# block 1

Figure 1. Routing congestion (block 1).
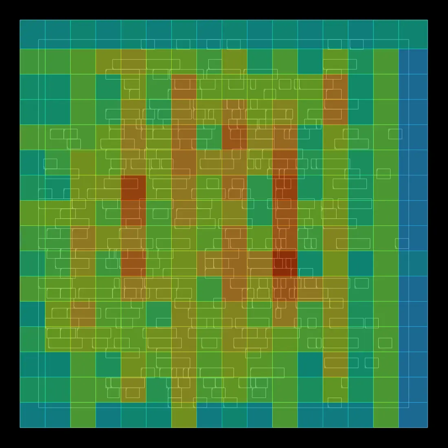

--- config.mk ---
export PLATFORM = sky130hd
export DESIGN_NAME = prog_loader
export DESIGN_NICKNAME = d
export VERILOG_FILES = /design/src/rtl/prog_loader.sv
export SDC_FILE = /design/constraint.sdc
export NUM_CORES = 1
export LEC_CHECK = 0
export CORE_MARGIN = 5
export CORE_UTILIZATION = 31
export DETAILED_ROUTE_END_ITERATION = 10
export HOLD_SLACK_MARGIN = 0.02
export PLACE_DENSITY_LB_ADDON = 0.15
export SLEW_MARGIN = 20
export SYNTH_ARGS = -nofsm -noshare
export SYNTH_HDL_FRONTEND = slang
export SYNTH_SLANG_ARGS = --single-unit
--- constraint.sdc ---
create_clock -name clk -period 5.3 [get_ports clk]
set_input_delay 1.06 -clock clk [delete_from_list [all_inputs] [get_ports clk]]
set_output_delay 1.06 -clock clk [all_outputs]
set_load 0.005 [all_outputs]
--- src/rtl/prog_loader.sv ---
// prog_loader: boot-time writer for the instruction memory.
// Accepts a framed byte stream (CNT_LO, CNT_HI, N x {LO, HI}, CSUM) over a
// valid/ready handshake. Each LO/HI pair is packed into one W-bit word and
// written to consecutive addresses starting at 0. A trailing XOR checksum
// is verified, and the CPU is held in reset until a load completes cleanly.
//
// Ports:
//   clk, reset         system clock; asynchronous active-high reset
//   in_valid, in_data  byte source (in_data valid while in_valid is high)
//   in_ready           loader accepts a byte this cycle
//   wr_en/addr/data    instruction-memory write port (one-cycle strobe)
//   cpu_reset          holds the CPU in reset until the load is done
//   load_done          load finished with a matching checksum (sticky)
//   err                format or checksum error (sticky)
module prog_loader #(
  parameter int unsigned D = 10,
  parameter int unsigned W = 9
) (
  input  logic         clk,
  input  logic         reset,
  input  logic         in_valid,
  input  logic [7:0]   in_data,
  output logic         in_ready,
  output logic         wr_en,
  output logic [D-1:0] wr_addr,
  output logic [W-1:0] wr_data,
  output logic         cpu_reset,
  output logic         load_done,
  output logic         err
);

  typedef enum logic [2:0] {
    S_CNT_LO,
    S_CNT_HI,
    S_INS_LO,
    S_INS_HI,
    S_CSUM,
    S_DONE,
    S_ERR
  } state_e;

  state_e         state_q, state_d;
  logic [7:0]     cnt_lo_q, cnt_lo_d;
  logic [D-1:0]   last_q, last_d;
  logic [D-1:0]   idx_q, idx_d;
  logic [7:0]     lo_q, lo_d;
  logic [7:0]     csum_q, csum_d;
  logic           in_ready_q, in_ready_d;
  logic           wr_en_q, wr_en_d;
  logic [D-1:0]   wr_addr_q, wr_addr_d;
  logic [W-1:0]   wr_data_q, wr_data_d;
  logic           cpu_reset_q, cpu_reset_d;
  logic           load_done_q, load_done_d;
  logic           err_q, err_d;
  logic           xfer;

  assign in_ready  = in_ready_q;
  assign wr_en     = wr_en_q;
  assign wr_addr   = wr_addr_q;
  assign wr_data   = wr_data_q;
  assign cpu_reset = cpu_reset_q;
  assign load_done = load_done_q;
  assign err       = err_q;

  // Byte moves only when the registered ready is high, so in_ready is
  // exactly the "accepting" indication seen by the source this cycle.
  assign xfer = in_valid && in_ready_q;

  // Next-state, datapath and registered-output computation.
  always_comb begin
    state_d   = state_q;
    cnt_lo_d  = cnt_lo_q;
    last_d    = last_q;
    idx_d     = idx_q;
    lo_d      = lo_q;
    csum_d    = csum_q;
    wr_en_d   = 1'b0;
    wr_addr_d = wr_addr_q;
    wr_data_d = wr_data_q;

    if (xfer) begin
      case (state_q)
        S_CNT_LO: begin
          cnt_lo_d = in_data;
          csum_d   = csum_q ^ in_data;
          state_d  = S_CNT_HI;
        end
        S_CNT_HI: begin
          // Only the low D bits of the 16-bit count are meaningful.
          last_d  = D'({in_data, cnt_lo_q});
          idx_d   = '0;
          csum_d  = csum_q ^ in_data;
          state_d = S_INS_LO;
        end
        S_INS_LO: begin
          lo_d    = in_data;
          csum_d  = csum_q ^ in_data;
          state_d = S_INS_HI;
        end
        S_INS_HI: begin
          if (in_data[7:1] != 7'd0) begin
            state_d = S_ERR;
          end else begin
            wr_en_d   = 1'b1;
            wr_addr_d = idx_q;
            wr_data_d = W'({in_data[0], lo_q});
            csum_d    = csum_q ^ in_data;
            // Compare before incrementing so N = 2^D never wraps the index.
            if (idx_q == last_q) begin
              state_d = S_CSUM;
            end else begin
              idx_d   = idx_q + D'(1);
              state_d = S_INS_LO;
            end
          end
        end
        S_CSUM: begin
          state_d = (in_data == csum_q) ? S_DONE : S_ERR;
        end
        default: ;
      endcase
    end

    // Status outputs follow the next state so they change on the same edge.
    in_ready_d  = (state_d != S_DONE) && (state_d != S_ERR);
    cpu_reset_d = (state_d != S_DONE);
    load_done_d = (state_d == S_DONE);
    err_d       = (state_d == S_ERR);
  end

  // State and output registers.
  always_ff @(posedge clk or posedge reset) begin
    if (reset) begin
      state_q     <= S_CNT_LO;
      cnt_lo_q    <= '0;
      last_q      <= '0;
      idx_q       <= '0;
      lo_q        <= '0;
      csum_q      <= '0;
      in_ready_q  <= 1'b0;
      wr_en_q     <= 1'b0;
      wr_addr_q   <= '0;
      wr_data_q   <= '0;
      cpu_reset_q <= 1'b1;
      load_done_q <= 1'b0;
      err_q       <= 1'b0;
    end else begin
      state_q     <= state_d;
      cnt_lo_q    <= cnt_lo_d;
      last_q      <= last_d;
      idx_q       <= idx_d;
      lo_q        <= lo_d;
      csum_q      <= csum_d;
      in_ready_q  <= in_ready_d;
      wr_en_q     <= wr_en_d;
      wr_addr_q   <= wr_addr_d;
      wr_data_q   <= wr_data_d;
      cpu_reset_q <= cpu_reset_d;
      load_done_q <= load_done_d;
      err_q       <= err_d;
    end
  end

endmodule
# block 2

$ cat src/rtl/ghostbus_pkg.sv
// Shared ghostbus definitions: bridge FSM states, latency counter width and
// default bus geometry.
`timescale 1ns/1ps
package ghostbus_pkg;

  typedef enum logic [1:0] {
    ST_IDLE   = 2'd0,
    ST_STROBE = 2'd1,
    ST_WAIT   = 2'd2,
    ST_RESP   = 2'd3
  } gb_state_e;

  localparam int LAT_W  = 4;
  localparam int DEF_AW = 24;
  localparam int DEF_DW = 32;

endpackage

$ cat src/rtl/ghostbus_host_bridge.sv
// Host command stream to single ghostbus transaction bridge: one strobe per
// command, read data sampled RD_LAT cycles after gb_re, one in-order response.
`timescale 1ns/1ps
module ghostbus_host_bridge
  import ghostbus_pkg::*;
#(
  parameter int AW     = DEF_AW,
  parameter int DW     = DEF_DW,
  parameter int RD_LAT = 1
) (
  input  logic          clk,
  input  logic          rst_n,
  input  logic          cmd_valid,
  output logic          cmd_ready,
  input  logic          cmd_write,
  input  logic [AW-1:0] cmd_addr,
  input  logic [DW-1:0] cmd_wdata,
  output logic          resp_valid,
  input  logic          resp_ready,
  output logic          resp_write,
  output logic [DW-1:0] resp_rdata,
  output logic [AW-1:0] gb_addr,
  output logic [DW-1:0] gb_wdata,
  output logic          gb_we,
  output logic          gb_re,
  input  logic [DW-1:0] gb_rdata
);

  if (RD_LAT < 1 || RD_LAT > 15) begin : g_bad_rd_lat
    $error("ghostbus_host_bridge: RD_LAT=%0d outside legal range 1..15", RD_LAT);
  end

  gb_state_e            state_q, state_d;
  logic [LAT_W-1:0]     lat_cnt_q, lat_cnt_d;
  logic                 cmd_ready_q, cmd_ready_d;
  logic                 resp_valid_q, resp_valid_d;
  logic                 resp_write_q, resp_write_d;
  logic [DW-1:0]        resp_rdata_q, resp_rdata_d;
  logic [AW-1:0]        gb_addr_q, gb_addr_d;
  logic [DW-1:0]        gb_wdata_q, gb_wdata_d;
  logic                 gb_we_q, gb_we_d;
  logic                 gb_re_q, gb_re_d;
  logic                 accept;

  // Every output is a flop, so resp_ready and cmd_valid never reach an output combinationally.
  assign accept = cmd_valid && cmd_ready_q;

  always_comb begin
    state_d      = state_q;
    lat_cnt_d    = lat_cnt_q;
    cmd_ready_d  = 1'b0;
    resp_valid_d = 1'b0;
    resp_write_d = resp_write_q;
    resp_rdata_d = resp_rdata_q;
    gb_addr_d    = gb_addr_q;
    gb_wdata_d   = gb_wdata_q;
    gb_we_d      = 1'b0;
    gb_re_d      = 1'b0;
    case (state_q)
      ST_IDLE: begin
        if (accept) begin
          gb_addr_d    = cmd_addr;
          gb_wdata_d   = cmd_wdata;
          resp_write_d = cmd_write;
          resp_rdata_d = '0;
          gb_we_d      = cmd_write;
          gb_re_d      = !cmd_write;
          state_d      = ST_STROBE;
        end else begin
          cmd_ready_d  = 1'b1;
        end
      end
      ST_STROBE: begin
        if (resp_write_q) begin
          resp_valid_d = 1'b1;
          state_d      = ST_RESP;
        end else begin
          lat_cnt_d    = LAT_W'(RD_LAT - 1);
          state_d      = ST_WAIT;
        end
      end
      ST_WAIT: begin
        // Counter reaching zero marks the single cycle where gb_rdata is valid.
        if (lat_cnt_q == '0) begin
          resp_rdata_d = gb_rdata;
          resp_valid_d = 1'b1;
          state_d      = ST_RESP;
        end else begin
          lat_cnt_d    = lat_cnt_q - 1'b1;
        end
      end
      ST_RESP: begin
        if (resp_ready) begin
          cmd_ready_d  = 1'b1;
          state_d      = ST_IDLE;
        end else begin
          resp_valid_d = 1'b1;
        end
      end
      default: state_d = ST_IDLE;
    endcase
  end

  always_ff @(posedge clk or negedge rst_n) begin
    if (!rst_n) begin
      state_q      <= ST_IDLE;
      lat_cnt_q    <= '0;
      cmd_ready_q  <= 1'b0;
      resp_valid_q <= 1'b0;
      resp_write_q <= 1'b0;
      resp_rdata_q <= '0;
      gb_addr_q    <= '0;
      gb_wdata_q   <= '0;
      gb_we_q      <= 1'b0;
      gb_re_q      <= 1'b0;
    end else begin
      state_q      <= state_d;
      lat_cnt_q    <= lat_cnt_d;
      cmd_ready_q  <= cmd_ready_d;
      resp_valid_q <= resp_valid_d;
      resp_write_q <= resp_write_d;
      resp_rdata_q <= resp_rdata_d;
      gb_addr_q    <= gb_addr_d;
      gb_wdata_q   <= gb_wdata_d;
      gb_we_q      <= gb_we_d;
      gb_re_q      <= gb_re_d;
    end
  end

  assign cmd_ready  = cmd_ready_q;
  assign resp_valid = resp_valid_q;
  assign resp_write = resp_write_q;
  assign resp_rdata = resp_rdata_q;
  assign gb_addr    = gb_addr_q;
  assign gb_wdata   = gb_wdata_q;
  assign gb_we      = gb_we_q;
  assign gb_re      = gb_re_q;

endmodule

$ cat config.mk
export PLATFORM = sky130hd
export DESIGN_NAME = ghostbus_host_bridge
export DESIGN_NICKNAME = d
export VERILOG_FILES = /design/src/rtl/ghostbus_pkg.sv /design/src/rtl/ghostbus_host_bridge.sv
export SDC_FILE = /design/constraint.sdc
export NUM_CORES = 1
export LEC_CHECK = 0
export ABC_AREA = 1
export CAP_MARGIN = 20
export CORE_UTILIZATION = 43
export CTS_BUF_LIST = sky130_fd_sc_hd__clkbuf_8
export DETAILED_ROUTE_END_ITERATION = 8
export GPL_TIMING_DRIVEN = 0
export HOLD_SLACK_MARGIN = 0.1
export PLACE_DENSITY = 0.87
export SETUP_SLACK_MARGIN = 0.5
export SLEW_MARGIN = 40
export SYNTH_ARGS = -nofsm -noshare
export SYNTH_HDL_FRONTEND = slang
export SYNTH_SLANG_ARGS = --single-unit
$ cat constraint.sdc
create_clock -name clk -period 2 [get_ports clk]
set_input_delay 0.6 -clock clk [delete_from_list [all_inputs] [get_ports clk]]
set_output_delay 0.6 -clock clk [all_outputs]
set_load 0.01 [all_outputs]
Figure 2. Wires at chosen ports, followed through buffers (block 2).
Scale bar: 20 um.
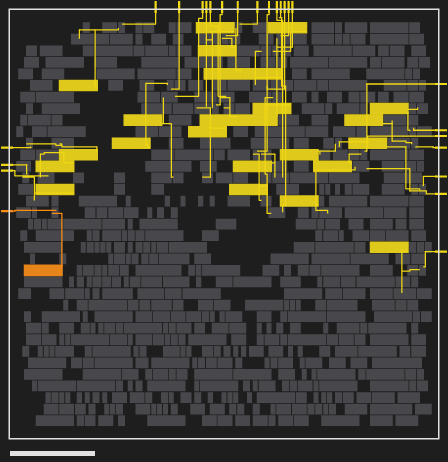
[orange] gb_we | bits: 1 | direction: output | edge: left | end cells: 1 | buffers: 1 | wire: 25.4 um
[yellow] gb_addr | bits: 24 | direction: output | edge: 14 top, 7 right, 3 left | end cells: 24 | buffers: 24 | wire: 825 um
I/O pins: 186
port bufs: 185

Figure 3. Gate-type map (block 2).
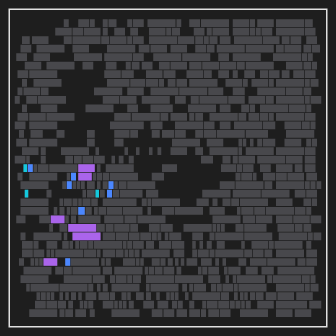
[blue] inverting AOI/OAI gates | cells: 7 | most used: o21ai_0 | where: left middle
[purple] adder and majority cells | cells: 6 | most used: ha_1
[cyan] NOR gates | cells: 3 | most used: nor2_1
combinational share of cell area: 23.2%
Non-Filler Instances: 747
Commonest Layout Cell: dfrtp_1

==> results.txt, block 2 <==
flow finished, numbers: status=complete, no violations, Clock net power=1.39 mW, crit path launch=state_q[0]$_DFFE_PN0P_, Rows=35, Register-to-Register Path Depth=6, total CTS buffers=9, met1 Use GR=27.5%, register share of total power=31.7%, nonclk inv count=10, Worst setup endpoint=gb_wdata[7]$_DFFE_PN0P_, initial antenna violation count=0, placer congestion estimate=0.825, Synth area leader=dfrtp_1, Synth Seq Share=59.1%, Flop area=0.00248 mm^2, Post-synth regs=99, adder share=1.79%, post-route cell area=0.00705 mm^2, Final nets=713, post-route ant nets=0, Vias/cell=4.87, Fmax achieved=644 MHz, Die ar.=0.0101 mm^2, busiest metal layer after global routing=met2, clk latency of the worst-skew pair=0.35 ns, heaviest power group=combinational logic, max-cap violation count=0, post-layout util=75.6%, asr flop ratio synth=100%, wl on met1=5000 um, Top Metal Used=met4, CTS resizes=405, CTS tree=yes, Final Hold Viols=0, area fraction in xor and xnor cells=0%, pre-CTS setup slack=-0.0644 ns
==> block 2: critical path, cell delays in order, from the launching register on <==
cell     delay (ns)
dfrtp_1        0.41
inv_2          0.12
ha_4           0.17
nand3_4        0.11
buf_12         0.17
buf_8          0.15
mux2_4         0.30
==> block 2: registers in the layout (all words and copies together) (netlist names) <==
signal,flops
resp_rdata,32
gb_addr,24
lat_cnt_q,4
gb_re,1
gb_wdata,32
cmd_ready,1
resp_write,1
state_q,2
resp_valid,1
gb_we,1
Figure 4. Gate-type map (block 1).
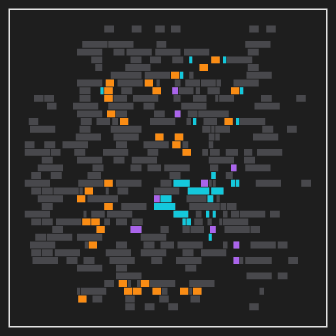
[purple] AND and OR gates | cells: 9 | most used: and2_1
[cyan] NOR gates | cells: 22 | most used: nor2_1
[orange] XOR/XNOR gates | cells: 32 | most used: xnor2_1

About Figure 1:
busiest metal layer after global routing: met2
post-layout util: 39.1%
total track usage: 11.6%
met1 Use GR: 16.5%
met2 Usage GRT: 17.2%

==> results.txt, block 1 <==
flow finished, numbers: status=complete, no violations, fraction of layout cells with a size suffix above 1=29.6%, Peak VDD IR=0.166 mV, WL met2=3070 um, Fmax achieved=306 MHz, min-delay src=cnt_lo_q[1]$_DFFE_PP0P_, Synth area leader=dfrtp_1, Commonest Layout Cell=dfrtp_1, CTS Hold Bufs=0, Hold Path Class=reg -> reg, pre-CTS setup slack=1.66 ns, drt pass-1 iters=4, DIE WIDTH=111 um, Register-to-Register Path Depth=6, synthesized cell area=0.00319 mm^2, total length of routed met3 wires=227 um, switching power=0.415 mW, critical path, cell by cell=clkdlybuf4s50_1, or4_4, nor4_4, nor4b_2, o32ai_1, and2_1, and2_1, Min Hold Slack=0.489 ns, Distinct lib cells used=41, largest net degree at the start of global routing=46, capture point of the worst reg-to-reg path=err$_DFF_PP0_, CTS tree=yes, crit path launch=in_data[3], Post-synth regs=71, WL/cell=16.0 um, placed inst area=0.00368 mm^2, CP dominant cell by count=and2_1, post-route ant nets=0, logic area=0.00137 mm^2, Inst Count DP=404, Clock Path Buffers=2, Sink Count=71, clk latency of the worst-skew pair=0.34 ns, cell count along the critical path=7, drt total wl=6730 um, adder share=0.392%, grt ovf=0, 1st-iter DRT viols=63, post-synth net total=252, top_reg_cell synth=dfrtp_1, port bufs=34, top cells by area=dfrtp_1, mux2_2, xnor2_1, register share of total power=45.6%, RSZ-0062 raised after global routing=no, global routing usage on met3=2.83%, Vias/cell=4.57, CTS resizes=0, MUX area fraction=16.9%, Root Buffer=clkbuf_8, seq pwr=0.744 mW, area share, top type=54.9%, drc violations=0, wl on met1=3290 um
## block 1: flip-flops by register name, indices dropped and copies added (netlist names), 3 cells and up
signal / flops
idx_q: 10
last_q: 10
wr_addr: 10
wr_data: 9
cnt_lo_q: 8
csum_q: 8
lo_q: 8
state_q: 3
## block 1: final cells by class
class | instances | area share (%)
clock buffers | 9 | 3.11
clock inverters | 7 | 4.21
inverters | 4 | 0.408
multi-input cells | 156 | 34.3
flip-flops and latches | 71 | 44.6
well taps | 136 | 4.27
repair buffers | 37 | 9.10

## Gallery

Close-up of the layout.
image #1
Scale bar: 10 um. Window x 13 to 38, y 13 to 38 um. Cells in grey, sequential cells in the stronger grey; small squares are vias.
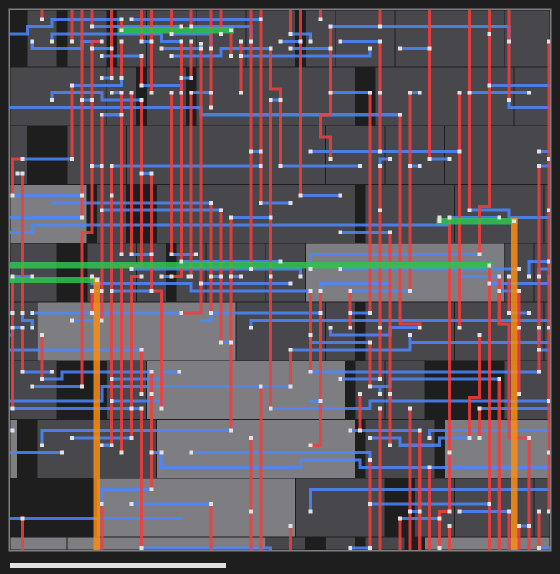
image #2
Scale bar: 10 um. Window x 15 to 40, y 15 to 40 um. Cells in grey, sequential cells in the stronger grey; small squares are vias.
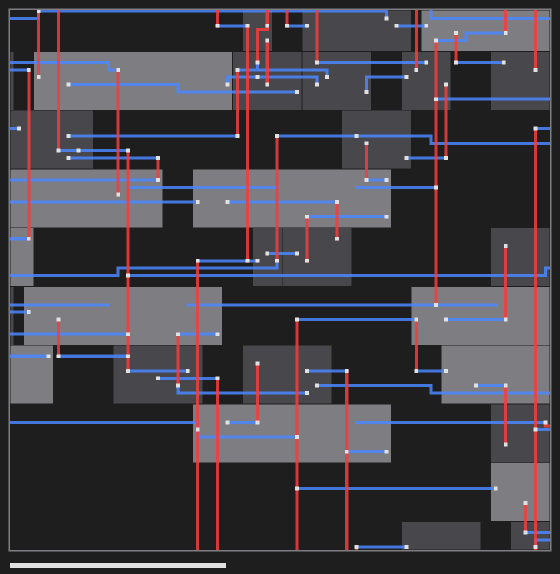
Block 1 is image #2.
Block 2 is image #1.

Key to image #1:
[orange] met4
[red] met2
[blue] met1
[green] met3
sequential cells in the window: 6
most frequent: nand2_1 (8), buf_4 (8)
netlist names of flops here include: resp_rdata (4)
cells with their middle in the window: 53



==> layout pictures side by side <==
Register map, names as in the netlist.
Scale bar: 20 um. Other sequential cells in the stronger grey, the rest of the logic in the fainter grey.
Plate I
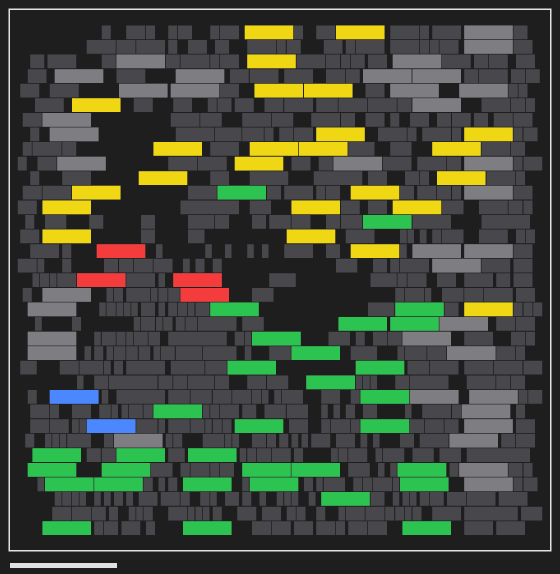
Plate II
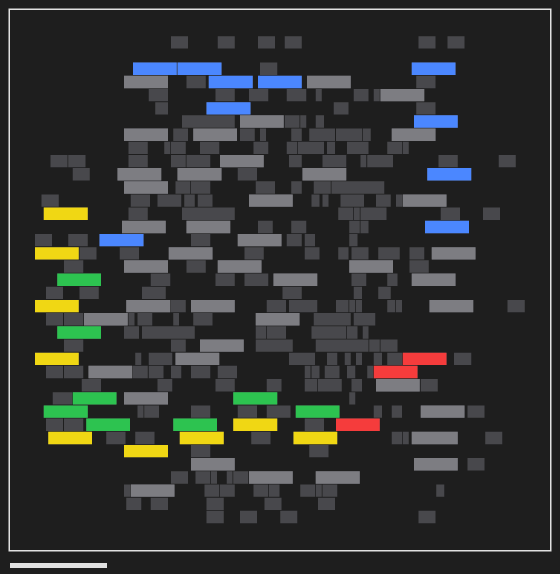
- Plate I = block 2
- Plate II = block 1
The one with the most cells is Plate I.

Key to Plate I:
[green] resp_rdata | placed flops: 32
[yellow] gb_addr | placed flops: 24
[blue] state_q | placed flops: 2
[red] lat_cnt_q | placed flops: 4 | where: left middle

Power and IR drop assume default switching activity.
